# ---- switch_allocator_flat ----
<file path="src/rtl/noc_pkg.sv">
// Shared NoC router constants and types.
// Port and VC dimensions plus small index helpers.
package noc_pkg;

  localparam int PORT_NUM  = 5;
  localparam int VC_NUM    = 2;
  localparam int VC_SIZE   = (VC_NUM > 1) ? $clog2(VC_NUM) : 1;
  localparam int PORT_SIZE = $clog2(PORT_NUM);

  typedef logic [PORT_SIZE-1:0] port_t;

  function automatic logic [VC_SIZE-1:0] next_vc(
    input logic [VC_SIZE-1:0] v
  );
    return (int'(v) == VC_NUM - 1) ? '0 : v + 1'b1;
  endfunction

  function automatic port_t next_port(input port_t p);
    return (int'(p) == PORT_NUM - 1) ? '0 : p + 1'b1;
  endfunction

endpackage

</file>
<file path="src/rtl/input_block2switch_allocator.sv">
// Request/selection bundle between the input block
// and the switch allocator.
interface input_block2switch_allocator;
  import noc_pkg::*;

  port_t              out_port       [PORT_NUM][VC_NUM];
  logic [VC_SIZE-1:0] downstream_vc  [PORT_NUM][VC_NUM];
  logic [VC_NUM-1:0]  switch_request [PORT_NUM];
  logic [VC_SIZE-1:0] vc_sel         [PORT_NUM];
  logic [PORT_NUM-1:0] valid_sel;

  modport input_block (
    output out_port,
    output downstream_vc,
    output switch_request,
    input  vc_sel,
    input  valid_sel
  );

  modport switch_allocator (
    input  out_port,
    input  downstream_vc,
    input  switch_request,
    output vc_sel,
    output valid_sel
  );

endinterface

</file>
<file path="src/rtl/switch_allocator_round_robin_arbiter.sv">
// Combinational round-robin arbiter; the pointer
// names the highest-priority requester.
module round_robin_arbiter #(
  parameter  int N = 4,
  localparam int W = (N > 1) ? $clog2(N) : 1
) (
  input  logic [N-1:0] requests,
  input  logic [W-1:0] pointer,
  output logic [N-1:0] grant,
  output logic [W-1:0] grant_idx,
  output logic         any_grant
);

  int j;

  // Walk from the farthest offset down so the
  // closest requester to the pointer wins last.
  always_comb begin
    grant     = '0;
    grant_idx = '0;
    any_grant = 1'b0;
    j         = 0;
    for (int k = N - 1; k >= 0; k--) begin
      j = (int'(pointer) + k) % N;
      if (requests[W'(j)]) begin
        grant         = '0;
        grant[W'(j)]  = 1'b1;
        grant_idx     = W'(j);
        any_grant     = 1'b1;
      end
    end
  end

endmodule

</file>
<file path="src/rtl/switch_allocator.sv">
// Separable input-first switch allocator with
// per-(output, VC) downstream credit tracking.
module switch_allocator
  import noc_pkg::*;
#(
  parameter int BUFFER_SIZE = 8
) (
  input  logic clk,
  input  logic rst,
  input_block2switch_allocator.switch_allocator ib_if,
  input  logic [PORT_NUM-1:0]                credit_valid,
  input  logic [PORT_NUM-1:0][VC_SIZE-1:0]   credit_vc,
  output logic [PORT_NUM-1:0][PORT_SIZE-1:0] xbar_sel,
  output logic [PORT_NUM-1:0]                xbar_valid
);

  localparam int CW = $clog2(BUFFER_SIZE + 1);
  localparam logic [CW-1:0] FULL = CW'(BUFFER_SIZE);

  logic [CW-1:0]       credit   [PORT_NUM][VC_NUM];
  logic [VC_SIZE-1:0]  in_ptr   [PORT_NUM];
  port_t               out_ptr  [PORT_NUM];

  logic [VC_NUM-1:0]   eligible [PORT_NUM];
  logic [VC_NUM-1:0]   in_gnt   [PORT_NUM];
  logic [VC_SIZE-1:0]  cand_idx [PORT_NUM];
  logic [PORT_NUM-1:0] in_any;
  port_t               cand_out [PORT_NUM];
  logic [VC_SIZE-1:0]  cand_dvc [PORT_NUM];

  logic [PORT_NUM-1:0] out_req  [PORT_NUM];
  logic [PORT_NUM-1:0] out_gnt  [PORT_NUM];
  port_t               w_idx    [PORT_NUM];
  logic [PORT_NUM-1:0] out_any;
  logic [VC_SIZE-1:0]  win_dvc  [PORT_NUM];
  logic [PORT_NUM-1:0] granted;

  logic [VC_NUM-1:0]   inc      [PORT_NUM];
  logic [VC_NUM-1:0]   dec      [PORT_NUM];

  // Eligibility reads the registered count only.
  always_comb begin
    for (int i = 0; i < PORT_NUM; i++) begin
      eligible[i] = '0;
      for (int v = 0; v < VC_NUM; v++) begin
        eligible[i][v] =
          ib_if.switch_request[i][v] &&
          (ib_if.out_port[i][v] < PORT_SIZE'(PORT_NUM)) &&
          (credit[ib_if.out_port[i][v]]
                 [ib_if.downstream_vc[i][v]] != '0);
      end
    end
  end

  for (genvar i = 0; i < PORT_NUM; i++) begin : g_in
    round_robin_arbiter #(.N(VC_NUM)) u_in_arb (
      .requests  (eligible[i]),
      .pointer   (in_ptr[i]),
      .grant     (in_gnt[i]),
      .grant_idx (cand_idx[i]),
      .any_grant (in_any[i])
    );
  end

  always_comb begin
    for (int i = 0; i < PORT_NUM; i++) begin
      cand_out[i] = '0;
      cand_dvc[i] = '0;
      for (int v = 0; v < VC_NUM; v++) begin
        if (in_gnt[i][v]) begin
          cand_out[i] = ib_if.out_port[i][v];
          cand_dvc[i] = ib_if.downstream_vc[i][v];
        end
      end
    end
  end

  always_comb begin
    for (int o = 0; o < PORT_NUM; o++) begin
      out_req[o] = '0;
      for (int i = 0; i < PORT_NUM; i++) begin
        out_req[o][i] = in_any[i] &&
                        (cand_out[i] == PORT_SIZE'(o));
      end
    end
  end

  for (genvar o = 0; o < PORT_NUM; o++) begin : g_out
    round_robin_arbiter #(.N(PORT_NUM)) u_out_arb (
      .requests  (out_req[o]),
      .pointer   (out_ptr[o]),
      .grant     (out_gnt[o]),
      .grant_idx (w_idx[o]),
      .any_grant (out_any[o])
    );
  end

  always_comb begin
    granted    = '0;
    xbar_valid = '0;
    xbar_sel   = '0;
    for (int o = 0; o < PORT_NUM; o++) begin
      win_dvc[o] = cand_dvc[w_idx[o]];
      if (rst && out_any[o]) begin
        xbar_valid[o] = 1'b1;
        xbar_sel[o]   = w_idx[o];
        granted       = granted | out_gnt[o];
      end
    end
  end

  always_comb begin
    ib_if.valid_sel = granted;
    for (int i = 0; i < PORT_NUM; i++) begin
      ib_if.vc_sel[i] = granted[i] ? cand_idx[i] : '0;
    end
  end

  always_comb begin
    for (int o = 0; o < PORT_NUM; o++) begin
      inc[o] = '0;
      dec[o] = '0;
      for (int v = 0; v < VC_NUM; v++) begin
        inc[o][v] = credit_valid[o] &&
                    (credit_vc[o] == VC_SIZE'(v));
        dec[o][v] = xbar_valid[o] &&
                    (win_dvc[o] == VC_SIZE'(v));
      end
    end
  end

  always_ff @(posedge clk or negedge rst) begin
    if (!rst) begin
      for (int o = 0; o < PORT_NUM; o++) begin
        out_ptr[o] <= '0;
        in_ptr[o]  <= '0;
        for (int v = 0; v < VC_NUM; v++) begin
          credit[o][v] <= FULL;
        end
      end
    end else begin
      for (int o = 0; o < PORT_NUM; o++) begin
        for (int v = 0; v < VC_NUM; v++) begin
          if (inc[o][v] && !dec[o][v] && credit[o][v] != FULL)
            credit[o][v] <= credit[o][v] + 1'b1;
          else if (dec[o][v] && !inc[o][v])
            credit[o][v] <= credit[o][v] - 1'b1;
        end
        if (xbar_valid[o])
          out_ptr[o] <= next_port(w_idx[o]);
        if (granted[o])
          in_ptr[o] <= next_vc(cand_idx[o]);
      end
    end
  end

  // A return onto a full counter means the neighbour lost track.
  for (genvar o = 0; o < PORT_NUM; o++) begin : g_ovf
    for (genvar v = 0; v < VC_NUM; v++) begin : g_vc
      a_no_overflow: assert property (
        @(posedge clk) disable iff (!rst)
        !(inc[o][v] && !dec[o][v] && credit[o][v] == FULL)
      );
    end
  end

endmodule

</file>
<file path="src/flat_wrapper.sv">
// flat-port wrapper written by rule: the top's interface ports become plain ports
module switch_allocator_flat import noc_pkg::*;
#(
  parameter int BUFFER_SIZE = 8
)
  (clk, rst, credit_valid, credit_vc, xbar_sel, xbar_valid, ib_if_out_port, ib_if_downstream_vc, ib_if_switch_request, ib_if_vc_sel, ib_if_valid_sel);
  input_block2switch_allocator ib_if_i ();
  input  logic clk;
  input  logic rst;
  input  logic [PORT_NUM-1:0] credit_valid;
  input  logic [PORT_NUM-1:0][VC_SIZE-1:0] credit_vc;
  output logic [PORT_NUM-1:0][PORT_SIZE-1:0] xbar_sel;
  output logic [PORT_NUM-1:0] xbar_valid;
  input wire logic [$bits(ib_if_i.out_port)-1:0] ib_if_out_port;
  input wire logic [$bits(ib_if_i.downstream_vc)-1:0] ib_if_downstream_vc;
  input wire logic [$bits(ib_if_i.switch_request)-1:0] ib_if_switch_request;
  output wire logic [$bits(ib_if_i.vc_sel)-1:0] ib_if_vc_sel;
  output wire logic [$bits(ib_if_i.valid_sel)-1:0] ib_if_valid_sel;
  assign ib_if_i.out_port = {>>{ib_if_out_port}};
  assign ib_if_i.downstream_vc = {>>{ib_if_downstream_vc}};
  assign ib_if_i.switch_request = {>>{ib_if_switch_request}};
  assign ib_if_vc_sel = {>>{ib_if_i.vc_sel}};
  assign ib_if_valid_sel = ib_if_i.valid_sel;
  switch_allocator #(.BUFFER_SIZE(BUFFER_SIZE)) u_core (.clk(clk), .rst(rst), .ib_if(ib_if_i), .credit_valid(credit_valid), .credit_vc(credit_vc), .xbar_sel(xbar_sel), .xbar_valid(xbar_valid));
endmodule
</file>
<file path="config.mk">
export PLATFORM = sky130hd
export DESIGN_NAME = switch_allocator_flat
export DESIGN_NICKNAME = d
export VERILOG_FILES = /design/src/rtl/noc_pkg.sv /design/src/rtl/input_block2switch_allocator.sv /design/src/rtl/switch_allocator_round_robin_arbiter.sv /design/src/rtl/switch_allocator.sv /design/src/flat_wrapper.sv
export SDC_FILE = /design/constraint.sdc
export NUM_CORES = 1
export LEC_CHECK = 0
export CELL_PAD_IN_SITES_DETAIL_PLACEMENT = 1
export CELL_PAD_IN_SITES_GLOBAL_PLACEMENT = 1
export CORE_ASPECT_RATIO = 1.2
export CORE_UTILIZATION = 35
export DETAILED_ROUTE_END_ITERATION = 10
export PLACE_DENSITY_LB_ADDON = 0.1
export SYNTH_ARGS = -nofsm -noshare
export SYNTH_HDL_FRONTEND = slang
export SYNTH_SLANG_ARGS = --single-unit
</file>
<file path="constraint.sdc">
create_clock -name clk -period 19.3 [get_ports clk]
set_clock_uncertainty 0.2 [all_clocks]
set_input_delay 3.86 -clock clk [delete_from_list [all_inputs] [get_ports clk]]
set_output_delay 3.86 -clock clk [all_outputs]
set_load 0.02 [all_outputs]
</file>
# ---- pcoeff_result_accumulator ----
$ cat src/rtl/pcoeff_acc_pkg.sv
// Shared definitions for the pcoeff result accumulator: FSM encoding, error flag
// bit positions and the derived width of the incoming pcoeffSum word.
package pcoeff_acc_pkg;

    typedef enum logic [1:0] {
        ST_IDLE    = 2'd0,
        ST_COLLECT = 2'd1,
        ST_DRAIN   = 2'd2,
        ST_EMIT    = 2'd3
    } acc_state_t;

    localparam int ERR_OVERFLOW   = 0;
    localparam int ERR_START_BUSY = 1;
    localparam int ERR_W          = 2;

    localparam int PCOEFF_COUNT_BITWIDTH_DEF = 10;
    localparam int SUM_IN_WIDTH              = PCOEFF_COUNT_BITWIDTH_DEF + 35;

    // pcoeffSum width tracks the count width of the producing pipeline.
    function automatic int sum_in_width(input int count_w);
        return count_w + 35;
    endfunction

endpackage

$ cat src/rtl/pcoeff_result_accumulator_tracker.sv
// result_read_tracker: follows outstanding results-FIFO reads through the fixed
// read latency and counts requested/received results for the current job.
module result_read_tracker #(
    parameter int READ_LATENCY = 2
) (
    input  logic        clk,
    input  logic        rst_n,
    input  logic        i_clear,
    input  logic        i_grab,
    input  logic [31:0] i_expected,
    output logic        o_data_valid,
    output logic        o_all_requested,
    output logic        o_all_received
);

    logic [READ_LATENCY-1:0] r_vld;
    logic [31:0]             r_requested;
    logic [31:0]             r_received;
    logic [31:0]             w_received_next;

    always_ff @(posedge clk) begin
        if (!rst_n) begin
            r_vld <= '0;
        end else begin
            r_vld[0] <= i_grab;
            for (int i = 1; i < READ_LATENCY; i++) begin
                r_vld[i] <= r_vld[i-1];
            end
        end
    end

    always_ff @(posedge clk) begin
        if (!rst_n) begin
            r_requested <= '0;
            r_received  <= '0;
        end else if (i_clear) begin
            r_requested <= '0;
            r_received  <= '0;
        end else begin
            if (i_grab) begin
                r_requested <= r_requested + 32'd1;
            end
            if (o_data_valid) begin
                r_received <= r_received + 32'd1;
            end
        end
    end

    // Counting the result landing this cycle lets EMIT follow the last data by one cycle.
    assign w_received_next = r_received + 32'(o_data_valid);

    assign o_data_valid    = r_vld[READ_LATENCY-1];
    assign o_all_requested = (r_requested >= i_expected);
    assign o_all_received  = (w_received_next >= i_expected);

endmodule

$ cat src/rtl/pcoeff_result_accumulator.sv
// Pops one result per batch from an aggregating pipeline's results FIFO and sums them
// into a job total handed out on valid/ready. Optional checksum: PCOEFF_ACC_CHECKSUM_EN.
module pcoeff_result_accumulator
    import pcoeff_acc_pkg::*;
#(
    parameter int PCOEFF_COUNT_BITWIDTH = 10,
    parameter int TOTAL_SUM_WIDTH       = 64,
    parameter int TOTAL_COUNT_WIDTH     = 48,
    parameter int READ_LATENCY          = 2
) (
    input  logic                                             clk,
    input  logic                                             rst_n,
    input  logic                                             jobStart,
    input  logic [31:0]                                      jobBatchCount,
    input  logic                                             resultsAvailable,
    output logic                                             grabResults,
    input  logic [sum_in_width(PCOEFF_COUNT_BITWIDTH)-1:0]   pcoeffSum,
    input  logic [PCOEFF_COUNT_BITWIDTH-1:0]                 pcoeffCount,
    output logic                                             totalValid,
    input  logic                                             totalReady,
    output logic [TOTAL_SUM_WIDTH-1:0]                       totalSum,
    output logic [TOTAL_COUNT_WIDTH-1:0]                     totalCount,
    output logic [31:0]                                      totalChecksum,
    output logic                                             busy,
    output logic [1:0]                                       errFlags
);

    acc_state_t                 r_state;
    acc_state_t                 w_next_state;
    logic [31:0]                r_expected;
    logic                       r_grab_q;
    logic [TOTAL_SUM_WIDTH-1:0]   r_total_sum;
    logic [TOTAL_COUNT_WIDTH-1:0] r_total_count;
    logic [ERR_W-1:0]           r_err;

    logic                       w_job_accept;
    logic                       w_grab;
    logic                       w_data_valid;
    logic                       w_all_requested;
    logic                       w_all_received;
    logic [TOTAL_SUM_WIDTH:0]   w_sum_add;
    logic [TOTAL_COUNT_WIDTH:0] w_cnt_add;

    assign w_job_accept = (r_state == ST_IDLE) && jobStart;

    // One read every other cycle: the FIFO's empty flag lags a read by a cycle.
    assign w_grab = (r_state == ST_COLLECT) && resultsAvailable && !w_all_requested && !r_grab_q;

    result_read_tracker #(
        .READ_LATENCY (READ_LATENCY)
    ) u_tracker (
        .clk             (clk),
        .rst_n           (rst_n),
        .i_clear         (w_job_accept),
        .i_grab          (w_grab),
        .i_expected      (r_expected),
        .o_data_valid    (w_data_valid),
        .o_all_requested (w_all_requested),
        .o_all_received  (w_all_received)
    );

    always_ff @(posedge clk) begin
        if (!rst_n) begin
            r_state    <= ST_IDLE;
            r_expected <= '0;
            r_grab_q   <= 1'b0;
        end else begin
            r_state  <= w_next_state;
            r_grab_q <= w_grab;
            if (w_job_accept) begin
                r_expected <= jobBatchCount;
            end
        end
    end

    always_comb begin
        w_next_state = r_state;
        case (r_state)
            ST_IDLE: begin
                if (jobStart) begin
                    w_next_state = (jobBatchCount == 32'd0) ? ST_EMIT : ST_COLLECT;
                end
            end
            ST_COLLECT: begin
                if (w_all_requested) begin
                    w_next_state = ST_DRAIN;
                end
            end
            ST_DRAIN: begin
                if (w_all_received) begin
                    w_next_state = ST_EMIT;
                end
            end
            ST_EMIT: begin
                if (totalReady) begin
                    w_next_state = ST_IDLE;
                end
            end
            default: w_next_state = ST_IDLE;
        endcase
    end

    // Extra top bit of each adder is the carry-out that flags overflow.
    assign w_sum_add = {1'b0, r_total_sum}   + (TOTAL_SUM_WIDTH+1)'(pcoeffSum);
    assign w_cnt_add = {1'b0, r_total_count} + (TOTAL_COUNT_WIDTH+1)'(pcoeffCount);

    always_ff @(posedge clk) begin
        if (!rst_n) begin
            r_total_sum   <= '0;
            r_total_count <= '0;
            r_err         <= '0;
        end else begin
            if (w_job_accept) begin
                r_total_sum   <= '0;
                r_total_count <= '0;
            end else if (w_data_valid) begin
                r_total_sum   <= w_sum_add[TOTAL_SUM_WIDTH-1:0];
                r_total_count <= w_cnt_add[TOTAL_COUNT_WIDTH-1:0];
                if (w_sum_add[TOTAL_SUM_WIDTH] || w_cnt_add[TOTAL_COUNT_WIDTH]) begin
                    r_err[ERR_OVERFLOW] <= 1'b1;
                end
            end
            if (jobStart && (r_state != ST_IDLE)) begin
                r_err[ERR_START_BUSY] <= 1'b1;
            end
        end
    end

`ifdef PCOEFF_ACC_CHECKSUM_EN
    logic [31:0] r_checksum;

    function automatic logic [31:0] checksum_step(input logic [31:0] c,
                                                  input logic [31:0] s,
                                                  input logic [31:0] n);
        return {c[30:0], c[31]} ^ s ^ n;
    endfunction

    always_ff @(posedge clk) begin
        if (!rst_n) begin
            r_checksum <= '0;
        end else if (w_job_accept) begin
            r_checksum <= '0;
        end else if (w_data_valid) begin
            r_checksum <= checksum_step(r_checksum, pcoeffSum[31:0], 32'(pcoeffCount));
        end
    end

    assign totalChecksum = (r_state == ST_EMIT) ? r_checksum : 32'd0;
`else
    assign totalChecksum = 32'd0;
`endif

    assign grabResults = w_grab;
    assign totalValid  = (r_state == ST_EMIT);
    assign busy        = (r_state != ST_IDLE);
    assign totalSum    = r_total_sum;
    assign totalCount  = r_total_count;
    assign errFlags    = r_err;

endmodule

$ cat config.mk
export PLATFORM = sky130hd
export DESIGN_NAME = pcoeff_result_accumulator
export DESIGN_NICKNAME = d
export VERILOG_FILES = /design/src/rtl/pcoeff_acc_pkg.sv /design/src/rtl/pcoeff_result_accumulator_tracker.sv /design/src/rtl/pcoeff_result_accumulator.sv
export SDC_FILE = /design/constraint.sdc
export NUM_CORES = 1
export LEC_CHECK = 0
export ABC_AREA = 1
export CORE_MARGIN = 2
export CORE_UTILIZATION = 35
export DETAILED_ROUTE_END_ITERATION = 10
export GPL_TIMING_DRIVEN = 0
export MAX_ROUTING_LAYER = met4
export PLACE_DENSITY_LB_ADDON = 0.25
export SLEW_MARGIN = 25
export SYNTH_ARGS = -nofsm -noshare
export SYNTH_HDL_FRONTEND = slang
export SYNTH_SLANG_ARGS = --single-unit
$ cat constraint.sdc
create_clock -name clk -period 4.62 [get_ports clk]
set_clock_uncertainty 0.15 [all_clocks]
set_input_delay 0.693 -clock clk [delete_from_list [all_inputs] [get_ports clk]]
set_output_delay 0.693 -clock clk [all_outputs]
set_load 0.03 [all_outputs]
**switch_allocator_flat: the clock network**

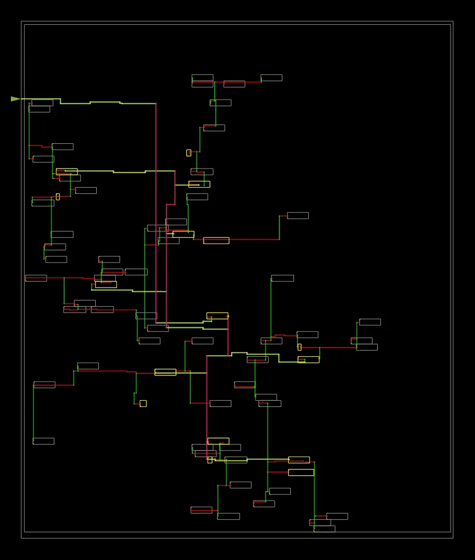
clk sinks: 60
CLK BUF: 11
Num CTS Buffers: 9
seq_cells: 60

**switch_allocator_flat: register map, names as in the netlist**

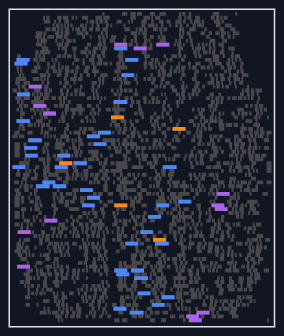
| color | name in the netlist | flops |
|---|---|---|
| purple | u_core.out_ptr | 15 |
| orange | u_core.in_ptr | 5 |
| blue | u_core.credit | 40 |
flop share of the area: 9.54%
fin util: 38.9%
Sequential cell area: 1510 um^2

==> results.yml, switch_allocator_flat <==
# generated from flow reports
status:
  outcome: "complete, no violations"
detailed_routing:
  vias: 15544
  dr.pass1.iters: 5
  drc: 0
synthesis:
  common_cells: "nand2_1, nor2_1, a21oi_1"
  yosys_cells: 1959
  syn_inst: 1959
  syn-cell-area_um2: 14400
  yosysTopAreaCell: "ha_1"
  yosysWarnings: 0
cts:
  cts_max_path_buffers: 2
  post_cts_buffers: 0
  cts_hold_buf: 0
  clk_pin_slew_ps: 60
  cts_tree: "yes"
cells_and_area:
  final_nets: 2183
  lay_top_cells: "nand2_1, nor2_1, a21oi_1, ha_1, o21ai_0"
  postLayoutCellArea_um2: 15900
final_timing:
  fin_setup_tns_ps: 0
  period_used_pct: 72.9
  slew_headroom_pct: 25.9
setup_path:
  crit_family: "AND-OR/OR-AND gates"
  end_kind: "output port"
  path_depth: 14
  required_ps: 15240
  ff2ff_path_depth: 23
  startpoint_type: "primary input"
  slowest_delay_ps: 890
  endpoint: "ib_if_vc_sel[3]"
floorplan:
  initCoreUtil_pct: 35.4
  io_pins: 92
  die_height_um: 224
placement:
  placement.cell_area_um2: 15600
  numPlacedInstances: 2509
job:
  max_cap_violations: 0
  tool_warnings: 112
grt:
  antenna_found_initial: 1
  grt_max_degree: 47
  grt_use_met2_pct: 46.2
min_path:
  hp-start: "u_core.in_ptr[0]"
==> switch_allocator_flat: kinds of logic after synthesis <==
logic type | count (synthesis) | synth area share (%)
AND-OR/OR-AND | 644 | 31.7
XOR/XNOR | 80 | 4.91
adder cells (fa/ha/maj) | 142 | 12.9
buffers and inverters | 182 | 5.10
flip-flops | 60 | 10.5
multiplexers | 88 | 6.93
other | 1 | 0.0260
AND/OR/NAND/NOR | 762 | 28.0
==> switch_allocator_flat: state kept, by name, indices dropped and copies added, names as in the netlist <==
signal,flops
u_core.credit,40
u_core.out_ptr,15
u_core.in_ptr,5
==> switch_allocator_flat: area by class of cell <==
| type | instances | area share [%] |
|---|---|---|
| antenna | 1 | 0.0158 |
| clock buffer | 11 | 1.47 |
| clock inverter | 5 | 0.489 |
| inverter | 113 | 2.67 |
| multi-input combinational | 1718 | 76.8 |
| sequential | 60 | 9.54 |
| tap | 539 | 4.25 |
| timing repair buffer | 79 | 4.73 |
**pcoeff_result_accumulator: PDN straps and rails**

Pins as bars on the die edge.
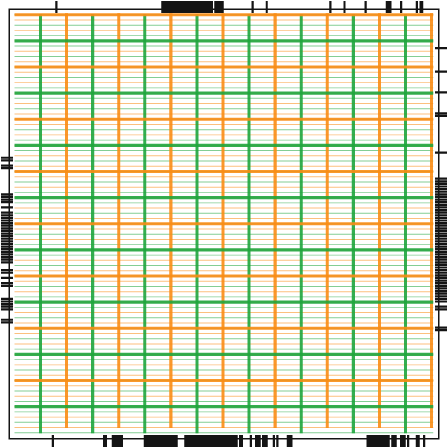
| color | net |
|---|---|
| orange | VDD |
| green | VSS |
met4 straps: 16
met5 straps: 16
Horiz. Die Dim: 223 um
core footprint: 47400 um^2
Die Y: 223 um

**pcoeff_result_accumulator: layout detail**

Region (31, 142) to (81, 192) um. Cells in gray, sequential cells in the stronger gray; small squares are vias.
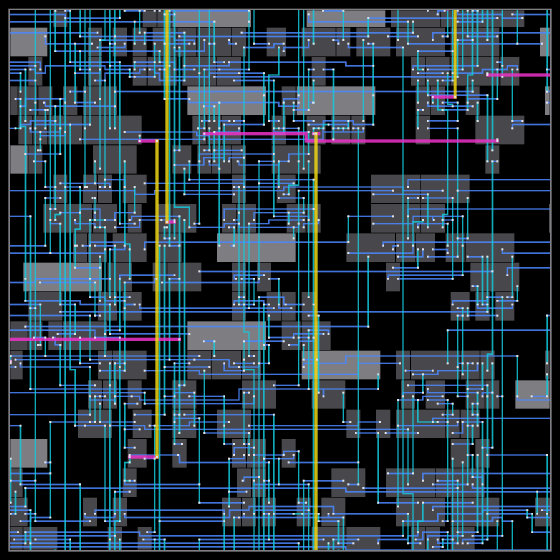
| color | layer |
|---|---|
| blue | M1 |
| magenta | M3 |
| yellow | M4 |
| cyan | M2 |
sequential cells in the window: 8
netlist names of flops here include: u_tracker.r_received (8)
cells with their middle in the window: 183
most frequent: nand2_1 (32), nor2_1 (26), inv_1 (25)

==> results.yml, pcoeff_result_accumulator <==
# generated from flow reports
setup_path:
  path_depth: 14
  crit_path_frequent_cell: "nand2_1"
  critPathBufInv: 3
status:
  outcome: "complete, no violations"
cells_and_area:
  syn_to_final_growth_pct: 23.4
  antennaDiodeCount: 0
  clkbuf_count: 40
  nonClkBufAreaFrac_pct: 12.4
  sh_seq_area_pct: 20.7
  largest_cell_class: "multi-input combinational cells"
  final_nets: 3245
final_timing:
  fin_setup_tns_ps: 0
synthesis:
  yosysWarnings: 0
  yosys_cells: 2756
grt:
  grt_max_degree: 15
  grt_pass1_vias: 17372
  grt_pass1_wl_um: 95800
floorplan:
  initCoreUtil_pct: 35.3
cts:
  clk_latency_ps: 580
-- pcoeff_result_accumulator: flip-flops by register name, summed over array words and instances, names as in the netlist --
| signal | count |
|---|---|
| totalSum | 64 |
| u_tracker.r_vld | 2 |
| r_expected | 32 |
| r_state | 2 |
| u_tracker.r_received | 32 |
| errFlags | 2 |
| totalCount | 48 |
| u_tracker.r_requested | 32 |
-- pcoeff_result_accumulator: cells in the mapped netlist (3+ instances only) --
cell,instances
xnor2_1,10
nor3_2,3
clkbuf_1,33
o21a_1,9
buf_1,11
nor4_1,20
buf_2,12
nor3_1,57
nand2_1,632
a21o_1,3
nor3b_1,4
nand3b_1,3
nand3_1,149
or2_2,3
nor2_4,4
xor2_1,59
o21ai_0,157
a21oi_1,200
ha_1,127
buf_4,32
inv_1,449
nand4_1,71
dfxtp_1,214
nor2_1,442
o21bai_1,15
nand2_2,6


## Gallery

Gate-type map.
picture 1
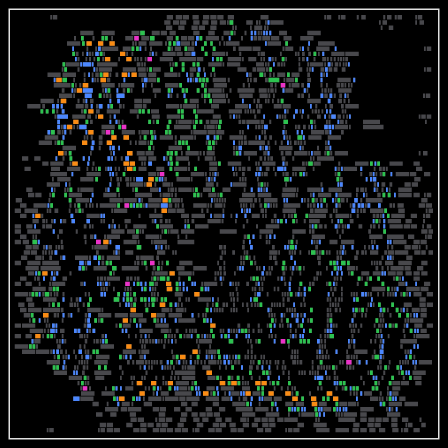
picture 2
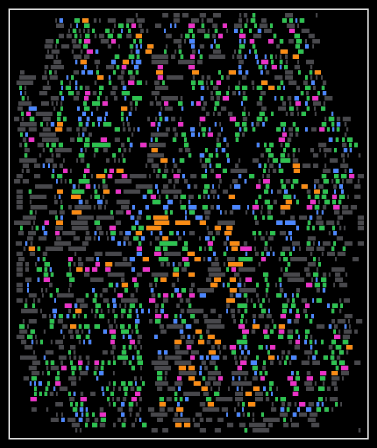
| from | picture |
|---|---|
| pcoeff_result_accumulator | picture 1 |
| switch_allocator_flat | picture 2 |
The one with the most cells is picture 1.

Key to picture 2:
| color | family | cells | most used |
|---|---|---|---|
| blue | nor cells | 316 | nor2_1 |
| magenta | non-inverting ao/oa cells | 124 | a21o_1 |
| orange | mux cells | 88 | mux2i_1 |
| green | aoi and oai cells | 520 | a21oi_1 |

